######## design 1 ########
Figure 1. Clock routing (design 1).
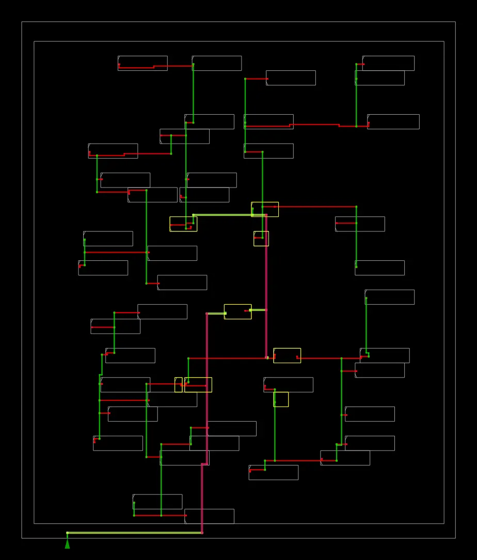

$ cat src/rtl/mm_io_trap_ctrl.sv
// ---------------------------------------------------------------------------
// mm_io_trap_ctrl
//
// Z80 I/O trap controller for the Nabu MegaMapper CPLD. It sits between the
// CPU bus and the system I/O decode.
//  - Writes to port groups selected by a 16-bit group mask are hidden from the
//    system (IORQ suppressed). Each such write has its port address and data
//    captured.
//  - An NMI pulse then lets the mapper supervisor emulate the access.
//  - The trap re-arms once the supervisor acknowledges it.
//  - An 8-port control window at CTRL_PORT is decoded here and never forwarded
//    to the system bus.
//
// Optional feature macro: MM_TRAP_READ_EN
//   Defined   : reads of masked groups are trapped too. The CPU sees 8'hFF
//               (open bus). The capture records cap_dir = 1 and
//               cap_data = 8'hFF.
//   Undefined : reads of masked groups pass through untouched and cap_dir is
//               always 0.
//
// Parameters:
//   CTRL_PORT  - base of the 8-port control window (low 3 bits must be 0)
//   NMI_CYCLES - width of the nmi_n low pulse in clk cycles (1..15)
//
// Ports:
//   clk        in   Z80 CPU clock; all bus inputs are synchronous to it
//   reset      in   asynchronous, active-high reset
//   addr       in   Z80 A[7:0]
//   data_in    in   Z80 data bus, input side
//   data_out   out  data driven to the CPU
//   data_oe    out  high = drive data_out onto the bus
//   wr_n       in   Z80 WR
//   rd_n       in   Z80 RD
//   iorq_n     in   Z80 IORQ
//   m1_n       in   Z80 M1
//   iorq_sys_n out  gated IORQ to the system decode
//   nmi_n      out  NMI to the CPU, active low
//   trap_busy  out  high while a trap is being signalled or serviced
//
// Control window (offset from CTRL_PORT):
//   +0 mask_lo (r/w)
//   +1 mask_hi (r/w)
//   +2 captured addr (r), any write = ack
//   +3 captured data (r)
//   +4 status {trap_busy, cap_dir, 6'b0} (r)
//   +5..+7 read 8'hFF, writes ignored
// ---------------------------------------------------------------------------
module mm_io_trap_ctrl #(
  parameter logic [7:0]  CTRL_PORT  = 8'h40,
  parameter int unsigned NMI_CYCLES = 4
) (
  input  logic       clk,
  input  logic       reset,
  input  logic [7:0] addr,
  input  logic [7:0] data_in,
  output logic [7:0] data_out,
  output logic       data_oe,
  input  logic       wr_n,
  input  logic       rd_n,
  input  logic       iorq_n,
  input  logic       m1_n,
  output logic       iorq_sys_n,
  output logic       nmi_n,
  output logic       trap_busy
);

  typedef enum logic [1:0] {
    IDLE    = 2'd0,
    HOLD    = 2'd1,
    PULSE   = 2'd2,
    SERVICE = 2'd3
  } state_t;

  localparam logic [3:0] NMI_LOAD = 4'(NMI_CYCLES);

  // State and registers
  state_t      state_q, state_d;
  logic [3:0]  cnt_q, cnt_d;
  logic [7:0]  mask_lo_q, mask_lo_d;
  logic [7:0]  mask_hi_q, mask_hi_d;
  logic [7:0]  cap_addr_q, cap_addr_d;
  logic [7:0]  cap_data_q, cap_data_d;
  logic        cap_dir_q, cap_dir_d;
  logic        wr_n_prev_q, wr_n_prev_d;
  logic        nmi_n_q, nmi_n_d;
  logic        trap_busy_q, trap_busy_d;

  // Combinational decode
  logic        io_s;
  logic        ctrl_hit_s;
  logic [15:0] mask_s;
  logic        grp_hit_s;
  logic        acc_s;
  logic        trap_cond_s;
  logic        hold_sup_s;
  logic        rd_trap_s;
  logic        wr_fall_s;
  logic        ctrl_wr_s;
  logic        ack_s;
  logic [7:0]  data_out_s;
  logic        data_oe_s;

`ifdef MM_TRAP_READ_EN
  assign acc_s = !wr_n || !rd_n;
`else
  assign acc_s = !wr_n;
`endif

  // Bus decode: I/O cycle qualification, control window hit, trap condition.
  always_comb begin
    io_s        = !iorq_n && m1_n;
    ctrl_hit_s  = io_s && (addr[7:3] == CTRL_PORT[7:3]);
    mask_s      = {mask_hi_q, mask_lo_q};
    grp_hit_s   = io_s && !ctrl_hit_s && mask_s[addr[7:4]] && (state_q == IDLE);
    trap_cond_s = grp_hit_s && acc_s;
    // Once the trap has been taken, the FSM has left IDLE but the trapped bus
    // cycle is still running. Keep it hidden from the system until IORQ rises.
    hold_sup_s  = (state_q == HOLD) && !iorq_n;
    wr_fall_s   = !wr_n && wr_n_prev_q;
    ctrl_wr_s   = ctrl_hit_s && wr_fall_s;
    ack_s       = ctrl_wr_s && (addr[2:0] == 3'd2) && (state_q == SERVICE);
  end

`ifdef MM_TRAP_READ_EN
  // A trapped read keeps returning open bus for the rest of its bus cycle.
  assign rd_trap_s = !rd_n && (trap_cond_s || (hold_sup_s && cap_dir_q));
`else
  assign rd_trap_s = 1'b0;
`endif

  assign iorq_sys_n = iorq_n | ctrl_hit_s | trap_cond_s | hold_sup_s;

  // Read data mux: control window reads, or open bus for a trapped read.
  always_comb begin
    data_oe_s  = 1'b0;
    data_out_s = 8'h00;
    if (ctrl_hit_s && !rd_n) begin
      data_oe_s = 1'b1;
      case (addr[2:0])
        3'd0:    data_out_s = mask_lo_q;
        3'd1:    data_out_s = mask_hi_q;
        3'd2:    data_out_s = cap_addr_q;
        3'd3:    data_out_s = cap_data_q;
        3'd4:    data_out_s = {trap_busy_q, cap_dir_q, 6'b000000};
        default: data_out_s = 8'hFF;
      endcase
    end else if (rd_trap_s) begin
      data_oe_s  = 1'b1;
      data_out_s = 8'hFF;
    end else begin
      data_oe_s  = 1'b0;
      data_out_s = 8'h00;
    end
  end

  assign data_oe  = data_oe_s;
  assign data_out = data_out_s;

  // Control register and capture next-state logic.
  always_comb begin
    mask_lo_d   = mask_lo_q;
    mask_hi_d   = mask_hi_q;
    cap_addr_d  = cap_addr_q;
    cap_data_d  = cap_data_q;
    cap_dir_d   = cap_dir_q;
    wr_n_prev_d = wr_n;
    if (ctrl_wr_s && (addr[2:0] == 3'd0)) begin
      mask_lo_d = data_in;
    end else if (ctrl_wr_s && (addr[2:0] == 3'd1)) begin
      mask_hi_d = data_in;
    end else begin
      mask_lo_d = mask_lo_q;
      mask_hi_d = mask_hi_q;
    end
    if (trap_cond_s) begin
      cap_addr_d = addr;
`ifdef MM_TRAP_READ_EN
      cap_dir_d  = !rd_n;
      cap_data_d = !rd_n ? 8'hFF : data_in;
`else
      cap_dir_d  = 1'b0;
      cap_data_d = data_in;
`endif
    end else begin
      cap_addr_d = cap_addr_q;
      cap_data_d = cap_data_q;
      cap_dir_d  = cap_dir_q;
    end
  end

  // Trap FSM next-state logic and pulse counter.
  always_comb begin
    state_d = state_q;
    cnt_d   = cnt_q;
    case (state_q)
      IDLE: begin
        if (trap_cond_s) begin
          state_d = HOLD;
        end else begin
          state_d = IDLE;
        end
      end
      HOLD: begin
        if (iorq_n) begin
          state_d = PULSE;
          cnt_d   = NMI_LOAD;
        end else begin
          state_d = HOLD;
        end
      end
      PULSE: begin
        // The count of 1 is the last low cycle, so the pulse is NMI_CYCLES wide.
        if (cnt_q <= 4'd1) begin
          state_d = SERVICE;
          cnt_d   = 4'd0;
        end else begin
          state_d = PULSE;
          cnt_d   = cnt_q - 4'd1;
        end
      end
      SERVICE: begin
        if (ack_s) begin
          state_d = IDLE;
        end else begin
          state_d = SERVICE;
        end
      end
      default: begin
        state_d = IDLE;
        cnt_d   = 4'd0;
      end
    endcase
    nmi_n_d     = (state_d != PULSE);
    trap_busy_d = (state_d == PULSE) || (state_d == SERVICE);
  end

  // State, control and capture registers with asynchronous reset.
  always_ff @(posedge clk or posedge reset) begin
    if (reset) begin
      state_q     <= IDLE;
      cnt_q       <= 4'd0;
      mask_lo_q   <= 8'h00;
      mask_hi_q   <= 8'h00;
      cap_addr_q  <= 8'h00;
      cap_data_q  <= 8'h00;
      cap_dir_q   <= 1'b0;
      wr_n_prev_q <= 1'b1;
      nmi_n_q     <= 1'b1;
      trap_busy_q <= 1'b0;
    end else begin
      state_q     <= state_d;
      cnt_q       <= cnt_d;
      mask_lo_q   <= mask_lo_d;
      mask_hi_q   <= mask_hi_d;
      cap_addr_q  <= cap_addr_d;
      cap_data_q  <= cap_data_d;
      cap_dir_q   <= cap_dir_d;
      wr_n_prev_q <= wr_n_prev_d;
      nmi_n_q     <= nmi_n_d;
      trap_busy_q <= trap_busy_d;
    end
  end

  assign nmi_n     = nmi_n_q;
  assign trap_busy = trap_busy_q;

endmodule

$ cat config.mk
export PLATFORM = sky130hd
export DESIGN_NAME = mm_io_trap_ctrl
export DESIGN_NICKNAME = d
export VERILOG_FILES = /design/src/rtl/mm_io_trap_ctrl.sv
export SDC_FILE = /design/constraint.sdc
export NUM_CORES = 1
export LEC_CHECK = 0
export ABC_AREA = 1
export ABC_CLOCK_PERIOD_IN_PS = 3900
export CAP_MARGIN = 5
export CORE_ASPECT_RATIO = 1.2
export CORE_MARGIN = 2
export CORE_UTILIZATION = 33
export DETAILED_ROUTE_END_ITERATION = 8
export PLACE_DENSITY_LB_ADDON = 0.2
export SYNTH_ARGS = -nofsm -noshare
export SYNTH_HDL_FRONTEND = slang
export SYNTH_SLANG_ARGS = --single-unit
$ cat constraint.sdc
create_clock -name clk -period 3.9 [get_ports clk]
set_input_delay 0.39 -clock clk [delete_from_list [all_inputs] [get_ports clk]]
set_output_delay 0.39 -clock clk [all_outputs]
set_load 0.05 [all_outputs]
######## design 2 ########
File: config.mk
export PLATFORM = sky130hd
export DESIGN_NAME = demux_14_reg
export DESIGN_NICKNAME = d
export VERILOG_FILES = /design/src/rtl/demux_14_reg.sv
export SDC_FILE = /design/constraint.sdc
export NUM_CORES = 1
export LEC_CHECK = 0
export ABC_AREA = 1
export CAP_MARGIN = 20
export CORE_UTILIZATION = 40
export CTS_CLUSTER_DIAMETER = 40
export DETAILED_ROUTE_END_ITERATION = 16
export GPL_ROUTABILITY_DRIVEN = 1
export PLACE_DENSITY = 0.73
export SLEW_MARGIN = 20
export SYNTH_ARGS = -nofsm -noshare
export SYNTH_HDL_FRONTEND = slang
export SYNTH_SLANG_ARGS = --single-unit
export TNS_END_PERCENT = 30
File: constraint.sdc
create_clock -name demux_clk -period 1.9 [get_ports demux_clk]
set_clock_uncertainty 0.15 [all_clocks]
set_input_delay 0.285 -clock demux_clk [delete_from_list [all_inputs] [get_ports demux_clk]]
set_output_delay 0.285 -clock demux_clk [all_outputs]
set_load 0.02 [all_outputs]
File: src/rtl/demux_14_reg.sv
// Registered 1-to-4 demultiplexer with valid/ready input and per-channel valid/ack outputs.
// Optional build macro DEMUX_OVERWRITE_EN: drop backpressure, overwrite full channels and flag them in demux_ovf.
module demux_14_reg #(
    parameter int WIDTH = 8
) (
    input  logic             demux_clk,
    input  logic             demux_rst_n,
    input  logic             demux_en,
    input  logic             demux_auto,
    input  logic             demux_s1,
    input  logic             demux_s0,
    input  logic [WIDTH-1:0] demux_in,
    input  logic             demux_in_valid,
    output logic             demux_in_ready,
    output logic [WIDTH-1:0] demux_out0,
    output logic [WIDTH-1:0] demux_out1,
    output logic [WIDTH-1:0] demux_out2,
    output logic [WIDTH-1:0] demux_out3,
    output logic [3:0]       demux_vld,
    input  logic [3:0]       demux_ack,
    output logic [3:0]       demux_ovf,
    output logic [1:0]       demux_ptr
);

    logic [WIDTH-1:0] data_q [4];
    logic [WIDTH-1:0] data_d [4];
    logic [3:0]       vld_q;
    logic [3:0]       vld_d;
    logic [3:0]       ovf_q;
    logic [3:0]       ovf_d;
    logic [1:0]       ptr_q;
    logic [1:0]       ptr_d;
    logic [1:0]       tgt_s;
    logic             room_s;
    logic             accept_s;

    // Target channel: round-robin pointer or select lines
    always_comb begin
        if (demux_auto) begin
            tgt_s = ptr_q;
        end else begin
            tgt_s = {demux_s1, demux_s0};
        end
    end

`ifdef DEMUX_OVERWRITE_EN
    assign room_s = 1'b1;
`else
    // A full target can still accept when its consumer drains it in the same cycle.
    assign room_s = ~vld_q[tgt_s] | demux_ack[tgt_s];
`endif

    assign demux_in_ready = demux_rst_n & demux_en & room_s;
    assign accept_s       = demux_in_valid & demux_in_ready;

    // Next-state: load target on accept, clear acked valids, advance pointer in auto mode
    always_comb begin
        vld_d = vld_q & ~demux_ack;
`ifdef DEMUX_OVERWRITE_EN
        ovf_d = ovf_q & ~demux_ack;
`else
        ovf_d = 4'b0000;
`endif
        for (int i = 0; i < 4; i++) begin
            if (accept_s && (tgt_s == 2'(i))) begin
                data_d[i] = demux_in;
                vld_d[i]  = 1'b1;
`ifdef DEMUX_OVERWRITE_EN
                if (vld_q[i] && !demux_ack[i]) begin
                    ovf_d[i] = 1'b1;
                end else begin
                    ovf_d[i] = ovf_d[i];
                end
`endif
            end else begin
                data_d[i] = data_q[i];
            end
        end
        if (accept_s && demux_auto) begin
            ptr_d = ptr_q + 2'd1;
        end else begin
            ptr_d = ptr_q;
        end
    end

    // State registers with asynchronous active-low reset
    always_ff @(posedge demux_clk or negedge demux_rst_n) begin
        if (!demux_rst_n) begin
            for (int i = 0; i < 4; i++) begin
                data_q[i] <= '0;
            end
            vld_q <= 4'b0000;
            ovf_q <= 4'b0000;
            ptr_q <= 2'd0;
        end else begin
            for (int i = 0; i < 4; i++) begin
                data_q[i] <= data_d[i];
            end
            vld_q <= vld_d;
            ovf_q <= ovf_d;
            ptr_q <= ptr_d;
        end
    end

    assign demux_out0 = data_q[0];
    assign demux_out1 = data_q[1];
    assign demux_out2 = data_q[2];
    assign demux_out3 = data_q[3];
    assign demux_vld  = vld_q;
    assign demux_ovf  = ovf_q;
    assign demux_ptr  = ptr_q;

endmodule

######## design 3 ########
--- config.mk ---
export PLATFORM = sky130hd
export DESIGN_NAME = opsum_ppu
export DESIGN_NICKNAME = d
export VERILOG_FILES = /design/src/rtl/ppu_pkg.sv /design/src/rtl/ppu_requant.sv /design/src/rtl/opsum_ppu.sv
export SDC_FILE = /design/constraint.sdc
export NUM_CORES = 1
export LEC_CHECK = 0
export ABC_CLOCK_PERIOD_IN_PS = 5000
export CORE_UTILIZATION = 55
export DETAILED_ROUTE_END_ITERATION = 7
export PLACE_DENSITY = 0.76
export SKIP_LAST_GASP = 1
export SYNTH_ARGS = -nofsm -noshare
export SYNTH_HDL_FRONTEND = slang
export SYNTH_SLANG_ARGS = --single-unit
--- constraint.sdc ---
create_clock -name clk -period 5 [get_ports clk]
set_clock_uncertainty 0.2 [all_clocks]
set_input_delay 0.5 -clock clk [delete_from_list [all_inputs] [get_ports clk]]
set_output_delay 0.5 -clock clk [all_outputs]
set_load 0.02 [all_outputs]
--- src/rtl/ppu_pkg.sv ---
// ============================================================================
// ppu_pkg : shared types and constants for the opsum post-processing unit
// Rev 1.0 : initial release
// ============================================================================
`default_nettype none

package ppu_pkg;

    typedef enum logic [1:0] {
        ST_IDLE  = 2'd0,
        ST_RUN   = 2'd1,
        ST_DRAIN = 2'd2,
        ST_FLUSH = 2'd3
    } ppu_state_e;

    localparam int         QMIN       = -128;
    localparam int         QMAX       = 127;
    localparam logic [7:0] ZERO_POINT = 8'h80;
    localparam int         LANES      = 4;

endpackage

`default_nettype wire

--- src/rtl/ppu_requant.sv ---
// ============================================================================
// ppu_requant : two-stage round/shift then clamp/zero-point pipeline.
// ReLU before the clamp exists only when PPU_RELU_EN is defined.
// Rev 1.0 : initial release
// ============================================================================
`default_nettype none

module ppu_requant
    import ppu_pkg::*;
#(
    parameter int DATA_BITS = 32
) (
    input  logic                 clk,
    input  logic                 rst_n,
    input  logic                 en_i,
    input  logic                 valid_i,
    input  logic [DATA_BITS-1:0] psum_i,
    input  logic [4:0]           shift_i,
    input  logic                 relu_i,
    output logic                 valid_o,
    output logic [7:0]           byte_o
);

    localparam int SW = DATA_BITS + 1;
    localparam logic signed [SW-1:0] LO = SW'(QMIN);
    localparam logic signed [SW-1:0] HI = SW'(QMAX);

    logic signed [SW-1:0] w_ext, w_rnd, w_sum, w_r, w_rr;
    logic        [7:0]    w_cl;
    logic signed [SW-1:0] r_q;
    logic                 r_valid_q;
    logic        [7:0]    byte_q;
    logic                 byte_valid_q;

    // One guard bit keeps psum + rounding constant from wrapping.
    assign w_ext = {psum_i[DATA_BITS-1], psum_i};
    assign w_rnd = (shift_i != 5'd0) ? (SW'(1) << (shift_i - 5'd1)) : '0;
    assign w_sum = w_ext + w_rnd;
    assign w_r   = w_sum >>> shift_i;

`ifdef PPU_RELU_EN
    assign w_rr = (relu_i && (r_q < 0)) ? '0 : r_q;
`else
    logic unused_relu;
    assign unused_relu = relu_i;
    assign w_rr        = r_q;
`endif

    always_comb begin
        w_cl = w_rr[7:0];
        if (w_rr < LO) begin
            w_cl = LO[7:0];
        end else if (w_rr > HI) begin
            w_cl = HI[7:0];
        end
    end

    always_ff @(posedge clk or negedge rst_n) begin
        if (!rst_n) begin
            r_q          <= '0;
            r_valid_q    <= 1'b0;
            byte_q       <= '0;
            byte_valid_q <= 1'b0;
        end else if (en_i) begin
            r_valid_q    <= valid_i;
            byte_valid_q <= r_valid_q;
            if (valid_i) begin
                r_q <= w_r;
            end
            if (r_valid_q) begin
                byte_q <= w_cl ^ ZERO_POINT;
            end
        end
    end

    assign valid_o = byte_valid_q;
    assign byte_o  = byte_q;

endmodule

`default_nettype wire

--- src/rtl/opsum_ppu.sv ---
// ============================================================================
// opsum_ppu : requantizes a tile of signed psums into packed uint8 words.
// Optional ReLU is enabled by defining PPU_RELU_EN.
// Rev 1.0 : initial release
// ============================================================================
`default_nettype none

module opsum_ppu
    import ppu_pkg::*;
#(
    parameter int DATA_BITS = 32,
    parameter int LEN_BITS  = 8
) (
    input  logic                 clk,
    input  logic                 rst_n,
    input  logic                 start,
    input  logic [LEN_BITS-1:0]  cfg_len,
    input  logic [4:0]           cfg_shift,
    input  logic                 cfg_relu,
    input  logic [DATA_BITS-1:0] psum_in,
    input  logic                 psum_valid,
    output logic                 psum_ready,
    output logic [DATA_BITS-1:0] ofmap_out,
    output logic                 ofmap_valid,
    input  logic                 ofmap_ready,
    output logic                 ofmap_last,
    output logic                 busy,
    output logic                 done
);

    ppu_state_e           state_q;
    logic [LEN_BITS-1:0]  len_q, acc_q, pk_q;
    logic [4:0]           shift_q;
    logic                 relu_q;
    logic [DATA_BITS-1:0] pack_q, out_q;
    logic [1:0]           lane_q;
    logic                 full_q, plast_q, ovalid_q, olast_q, done_q;

    logic                 w_stall, w_take, w_byte_v, w_final, w_acc_last;
    logic [7:0]           w_byte;
    logic [LEN_BITS-1:0]  w_acc_next, w_pk_next;
    logic [1:0]           w_lane;
    logic [DATA_BITS-1:0] w_word_d;

    assign w_stall    = ovalid_q && !ofmap_ready;
    assign psum_ready = (state_q == ST_RUN) && !w_stall && (acc_q < len_q);
    assign w_take     = psum_ready && psum_valid;
    assign w_acc_next = acc_q + 1'b1;
    assign w_pk_next  = pk_q + 1'b1;
    assign w_acc_last = (w_acc_next == len_q);
    assign w_final    = (w_pk_next == len_q);

`ifdef PPU_RELU_EN
    logic w_relu_d;
    assign w_relu_d = cfg_relu;
`else
    logic unused_cfg_relu;
    logic w_relu_d;
    assign unused_cfg_relu = cfg_relu;
    assign w_relu_d        = 1'b0;
`endif

    ppu_requant #(
        .DATA_BITS (DATA_BITS)
    ) u_requant (
        .clk     (clk),
        .rst_n   (rst_n),
        .en_i    (!w_stall),
        .valid_i (w_take),
        .psum_i  (psum_in),
        .shift_i (shift_q),
        .relu_i  (relu_q),
        .valid_o (w_byte_v),
        .byte_o  (w_byte)
    );

    // A full buffer is handed to the output register this cycle, so the
    // incoming byte starts a fresh zero-padded word in lane 0.
    assign w_lane = full_q ? 2'd0 : lane_q;
    always_comb begin
        w_word_d = full_q ? '0 : pack_q;
        w_word_d[{w_lane, 3'b000} +: 8] = w_byte;
    end

    always_ff @(posedge clk or negedge rst_n) begin
        if (!rst_n) begin
            state_q  <= ST_IDLE;
            len_q    <= '0;
            shift_q  <= '0;
            relu_q   <= 1'b0;
            acc_q    <= '0;
            pk_q     <= '0;
            pack_q   <= '0;
            lane_q   <= '0;
            full_q   <= 1'b0;
            plast_q  <= 1'b0;
            out_q    <= '0;
            ovalid_q <= 1'b0;
            olast_q  <= 1'b0;
            done_q   <= 1'b0;
        end else begin
            done_q <= 1'b0;
            if (!w_stall) begin
                if (full_q) begin
                    out_q    <= pack_q;
                    ovalid_q <= 1'b1;
                    olast_q  <= plast_q;
                end else if (ovalid_q) begin
                    ovalid_q <= 1'b0;
                    olast_q  <= 1'b0;
                end
                if (w_byte_v) begin
                    pack_q  <= w_word_d;
                    lane_q  <= w_lane + 2'd1;
                    full_q  <= (w_lane == 2'(LANES - 1)) || w_final;
                    plast_q <= w_final;
                    pk_q    <= w_pk_next;
                end else if (full_q) begin
                    pack_q  <= '0;
                    lane_q  <= '0;
                    full_q  <= 1'b0;
                    plast_q <= 1'b0;
                end
                if (w_take) begin
                    acc_q <= w_acc_next;
                end
            end
            case (state_q)
                ST_IDLE: begin
                    if (start) begin
                        len_q   <= cfg_len;
                        shift_q <= cfg_shift;
                        relu_q  <= w_relu_d;
                        acc_q   <= '0;
                        pk_q    <= '0;
                        state_q <= (cfg_len == '0) ? ST_FLUSH : ST_RUN;
                    end
                end
                ST_RUN: begin
                    if (w_take && w_acc_last) begin
                        state_q <= ST_DRAIN;
                    end
                end
                ST_DRAIN: begin
                    if (!w_stall && w_byte_v && w_final) begin
                        state_q <= ST_FLUSH;
                    end
                end
                ST_FLUSH: begin
                    if (!full_q && (!ovalid_q || ofmap_ready)) begin
                        state_q <= ST_IDLE;
                        done_q  <= 1'b1;
                    end
                end
                default: state_q <= ST_IDLE;
            endcase
        end
    end

    assign ofmap_out   = out_q;
    assign ofmap_valid = ovalid_q;
    assign ofmap_last  = olast_q;
    assign busy        = (state_q != ST_IDLE);
    assign done        = done_q;

endmodule

`default_nettype wire


==> layout pictures side by side <==
Routed clock nets over the placement.
(a)
The bar under the picture is 20 um long.
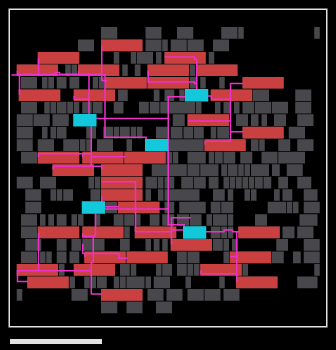
(b)
The bar under the picture is 20 um long.
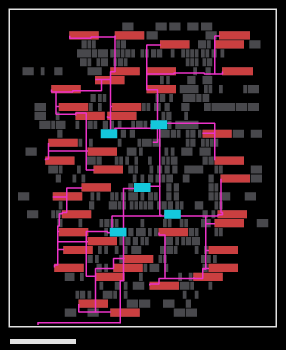
(c)
The bar under the picture is 50 um long.
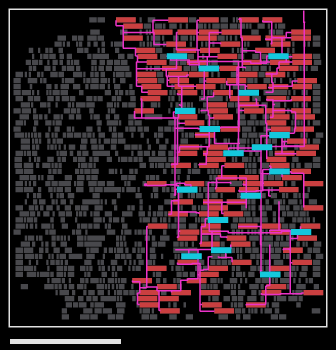
The one with the most sequential cells is (c).
The one with the largest die is (c).
(b): design 1
(a): design 2
(c): design 3

Key to (c):
Key: flip-flops = red [count 145]; clock drivers = cyan [count 17]; clock wires = magenta [length 1,760 um]
There are 18 routed clock nets.

Figure 2. Placed cells, one color a class (design 2).
Fill, decap, tap and diode cells in gray.
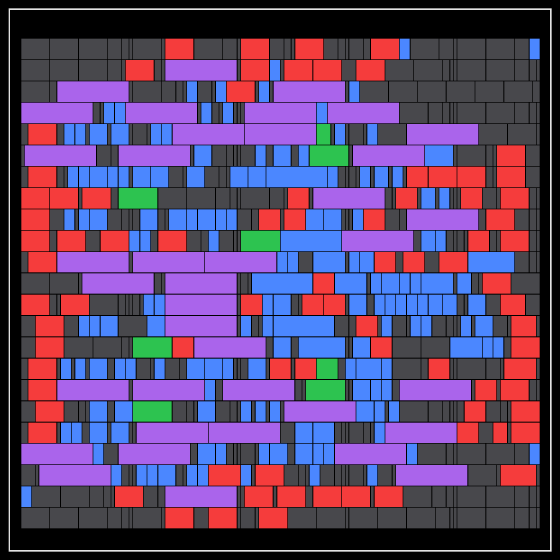
Key: clock drivers and dummy loads = green [cells 8]; combinational and other logic = blue [cells 158]; sequential cells = purple [cells 38]; remaining buffers and delay cells = red [cells 81]

Figure 3. Routed metal, one color a layer (design 2).
The bar under the picture is 20 um long. Only two layers are drawn.
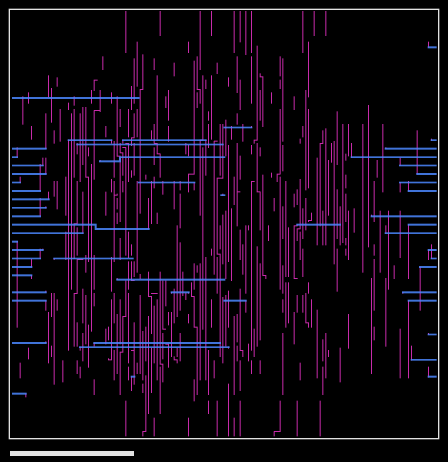
Key: metal 2 = magenta [wire length 2,250 um]; metal 3 = blue [wire length 376 um]

==> results_dict.tcl, design 2 <==
# place-and-route summary
set metrics [dict create \
    yosys.area.top_type "dfrtp_1" \
    vias_per_cell 5.054 \
    finalClockPeriodUsage_pct 101.0 \
    setup_viol 1 \
    worst_slack_ns -0.01843 \
    warnings 28 \
    outcome "complete, but fails checks" \
    violations "negative setup slack" \
    ys_chip_area_sq_mm 0.001790 \
    ys_ff 38 \
    nWellTaps 50 \
    drc 0 \
    rrSetupSlack_ns 0.06 \
    cts_tree "done" \
    drv_cap 0 \
    finalHoldViolCount 0 \
    switching_share_pct 38.17 \
    port_buffers 57 \
]
-- design 2: cell usage in the layout, fill, tap and decap left out, types with 3 or more instances in the layout --
cell              n
clkdlybuf4s50_1  51
inv_1             6
inv_2             3
nand2_2           4
nand2_1          82
nand4_1          35
conb_1            4
clkbuf_8          6
o21ai_0           4
nand3_1           3
nand4_4           4
buf_4            23
nand2_4           4
dfrtp_1          38
-- design 2: what timing repair did --
item | CTS | global route
gates resized | 15 | 12
hold buffers | 1 | 0
pin swaps | 6 | 3
endpoints found under the setup margin | 39 | 35
hold endpoints to repair | 38 | 0
setup buffers | 2 | 1
-- design 2: worst max-delay path: stages (launching register included) --
cell and delay, ns:
dfrtp_1 0.41, nand2_4 0.11, nand3_2 0.08, nand2_1 0.07
nand2_1 0.06, nand2_1 0.10, inv_2 0.07, a21oi_4 0.16
buf_6 0.14
-- design 2: cells by family after synthesis --
kind of cell	share of synthesized area, %
AND/OR/NAND/NOR	36.69
flip-flops	53.11
buffers and inverters	7.198
AND-OR/OR-AND	2.306
XOR/XNOR	0.4893
other	0.2094
-- design 2: flip-flops by register name, indices dropped and copies added, names as in the netlist --
name        cells
demux_out2      8
demux_out0      8
demux_out3      8
demux_out1      8
demux_vld       4
demux_ptr       2
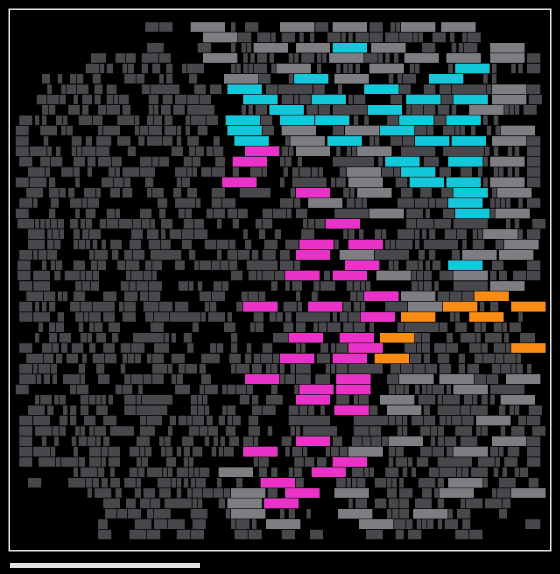
Figure 4: design 3, where the registers sit.
The bar under the picture is 50 um long. Other sequential cells in the stronger gray, the rest of the logic in the fainter gray.
Key: `u_requant.r_q` = magenta [flops 33]; `pk_q` = orange [flops 8, where east]; `pack_q` = cyan [flops 32]
Another 72 sequential cells are not colored.

Figure 5. Clock routing (design 3).
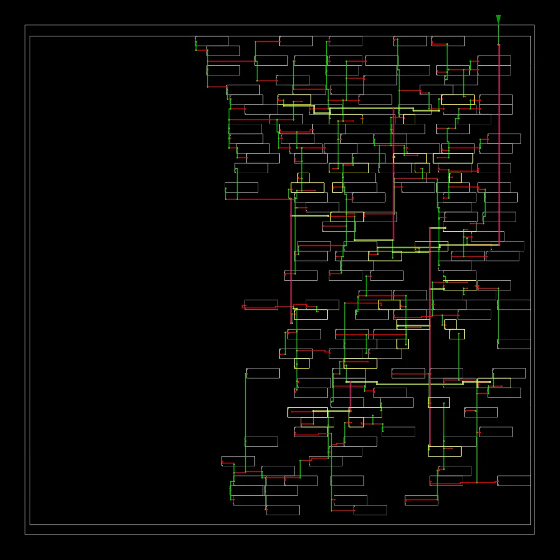
flop count: 145
Clock Buffer Count: 17
Clock group: 1.38 mW
CTS Buf Count: 17
Latency at later pin: 0.43 ns

==> results_dict.tcl, design 3 <==
# place-and-route summary
set metrics [dict create \
    grt_max_degree 101 \
    top_area_share_pct 33.74 \
    clock_area_share_pct 5.158 \
    switchingPower_mw 3.502 \
    cp-startpoint "shift_q[2]" \
    drc 0 \
    finalClockPeriodUsage_pct 95.02 \
    yosys.area.top_type "dfrtp_1" \
    ys.flop_type "dfrtp_1" \
    inv_count 26 \
    met3_usage_pct 3.611 \
    crit_buf_inv 1 \
    violations "negative hold slack" \
    finalHoldViolCount 21 \
    seq_power_share_pct 26.8 \
    whs_ns -0.04030 \
    dr.first_iter.drc_count 632 \
    clkTransAtPathRegs_ns 0.07 \
    synth_xor_xnor_area_share_pct 5.212 \
    sequentialPower_mw 2.05 \
    ys_chip_area_sq_mm 0.01075 \
    met3_length_um 1463 \
    ys_warn_count 0 \
    outcome "complete, but fails checks" \
    crit_top_cell "nand3_1" \
    rrSetupSlack_ns 0.25 \
    layout.nonclk_buf_share_pct 8.824 \
    place.gp.congestion 0.9931 \
]
==> design 3: through the flow <==
stage | total power, mW | hold WS (ns) | area, sq um | cells
after floorplan | 4.884 | 0.004409 | 10750 | 1278
after global placement | 6.119 | 0.2584 | 11850 | 1580
after detailed placement | 6.186 | 0.2546 | 11850 | 1580
after CTS | 7.592 | 0.008096 | 12490 | 1612
after global routing | 8.145 | 0.04475 | 12490 | 1612
final | 7.646 | -0.04030 | 12490 | 1612
==> design 3: cell usage in the layout (no fill, tap or decap), types with 12 or more instances in the layout <==
| cell | count |
|---|---|
| a22o_1 | 35 |
| o211ai_1 | 16 |
| nand3_1 | 27 |
| nand4_1 | 23 |
| inv_1 | 25 |
| o21a_1 | 12 |
| xor2_1 | 27 |
| buf_4 | 32 |
| nor2_1 | 125 |
| dfrtp_1 | 145 |
| clkdlybuf4s50_1 | 85 |
| a211oi_1 | 19 |
| mux2i_1 | 28 |
| nand2_1 | 222 |
| nor3_1 | 21 |
| clkbuf_16 | 17 |
| o21ai_0 | 69 |
| ha_1 | 53 |
| a21oi_1 | 73 |
| xnor2_1 | 37 |
Figure 6. Placed cells, one color a class (design 1).
Fill, decap, tap and diode cells in gray.
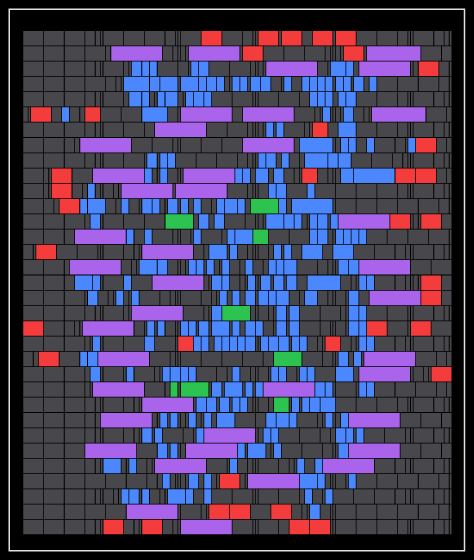
Key: clock drivers and dummy loads = green [cells 8]; remaining buffers and delay cells = red [cells 38]; combinational and other logic = blue [cells 257]; sequential cells = purple [cells 41]

About Figure 1:
clock skew: 0.007766 ns
Clock Buffer Count: 6

==> results_dict.tcl, design 1 <==
# place-and-route summary
set metrics [dict create \
    outcome "complete, no violations" \
    crit_buf_inv 5 \
    grt_max_degree 42 \
    avgSynthCellArea_sq_um 7.680 \
    seq_share_pct 36.07 \
    nets 367 \
    place_hpwl_um 4325 \
    critPathMaxStageDelay_ns 0.82 \
    worst-path-max-fanout 8 \
    ys_ff 41 \
    worstPathArrival_ns 2.87 \
    clkTransAtPathRegs_ns 0.08 \
    top_area_share_pct 41.80 \
    finalInstanceArea_sq_mm 0.002851 \
    cp_slowest_cell "clkdlybuf4s50_1" \
    dr.first_iter.drc_count 138 \
    post-place-ws_ns 0.6375 \
    seq_cells 41 \
    dp.cells 423 \
    clockBufferDepth 2 \
    io_pins 34 \
    nFillCells 762 \
    dominant_cells "multi-input combinational cells" \
    cp-startpoint "addr[5]" \
    crit_chain "clkdlybuf4s50_1, inv_2, nand2_2, nor3_4, and2_4, inv_2, nor2_8, inv_4, a21oi_2, clkdlybuf4s50_1" \
    power.density_mw_per_mm2 468.0 \
    mi_logic_area_sq_mm 0.001072 \
]
==> design 1: sequential cells by signal, summed over array words and instances (netlist names) <==
name         count
cap_addr_q       8
cap_data_q       8
mask_hi_q        8
mask_lo_q        8
cnt_q            4
state_q          2
nmi_n            1
trap_busy        1
wr_n_prev_q      1
==> design 1: where the power goes <==
group / switching [mW] / total (mW) / internal, mW / leakage (nW)
registers: 0.0793 / 0.633 / 0.554 / 0.539
clock network: 0.156 / 0.282 / 0.126 / 0.0374
logic: 0.259 / 0.419 / 0.160 / 0.802
==> design 1: cells by family after synthesis <==
family,count (synthesis),share of synthesized area (%)
buf+inv,55,10.02
compound gates,45,12.22
fa+ha+maj,2,1.072
simple gates,159,31.89
flops,41,44.05
xor+xnor,2,0.7504
==> design 1: cell usage after synthesis (all sizes together) <==
master	number
o31ai	1
o22ai	2
dfstp	2
o2111ai	1
nor3	6
o211ai	1
o221ai	1
nor2	25
inv	49
nand3	36
ha	2
a21oi	11
buf	6
xor2	1
nand3b	1
xnor2	1
and2	1
dfrtp	39
nand2	90
o21ai	28
==> design 1: layer usage <==
metal / wire [um] / global-route usage, %
met2: 2777 / 28.13
met4: 86 / 5.791
met3: 165 / 2.814
met5: 0 / 0
met1: 2870 / 22.43

Power figures rest on the tool's default switching activity, not on a simulated workload.
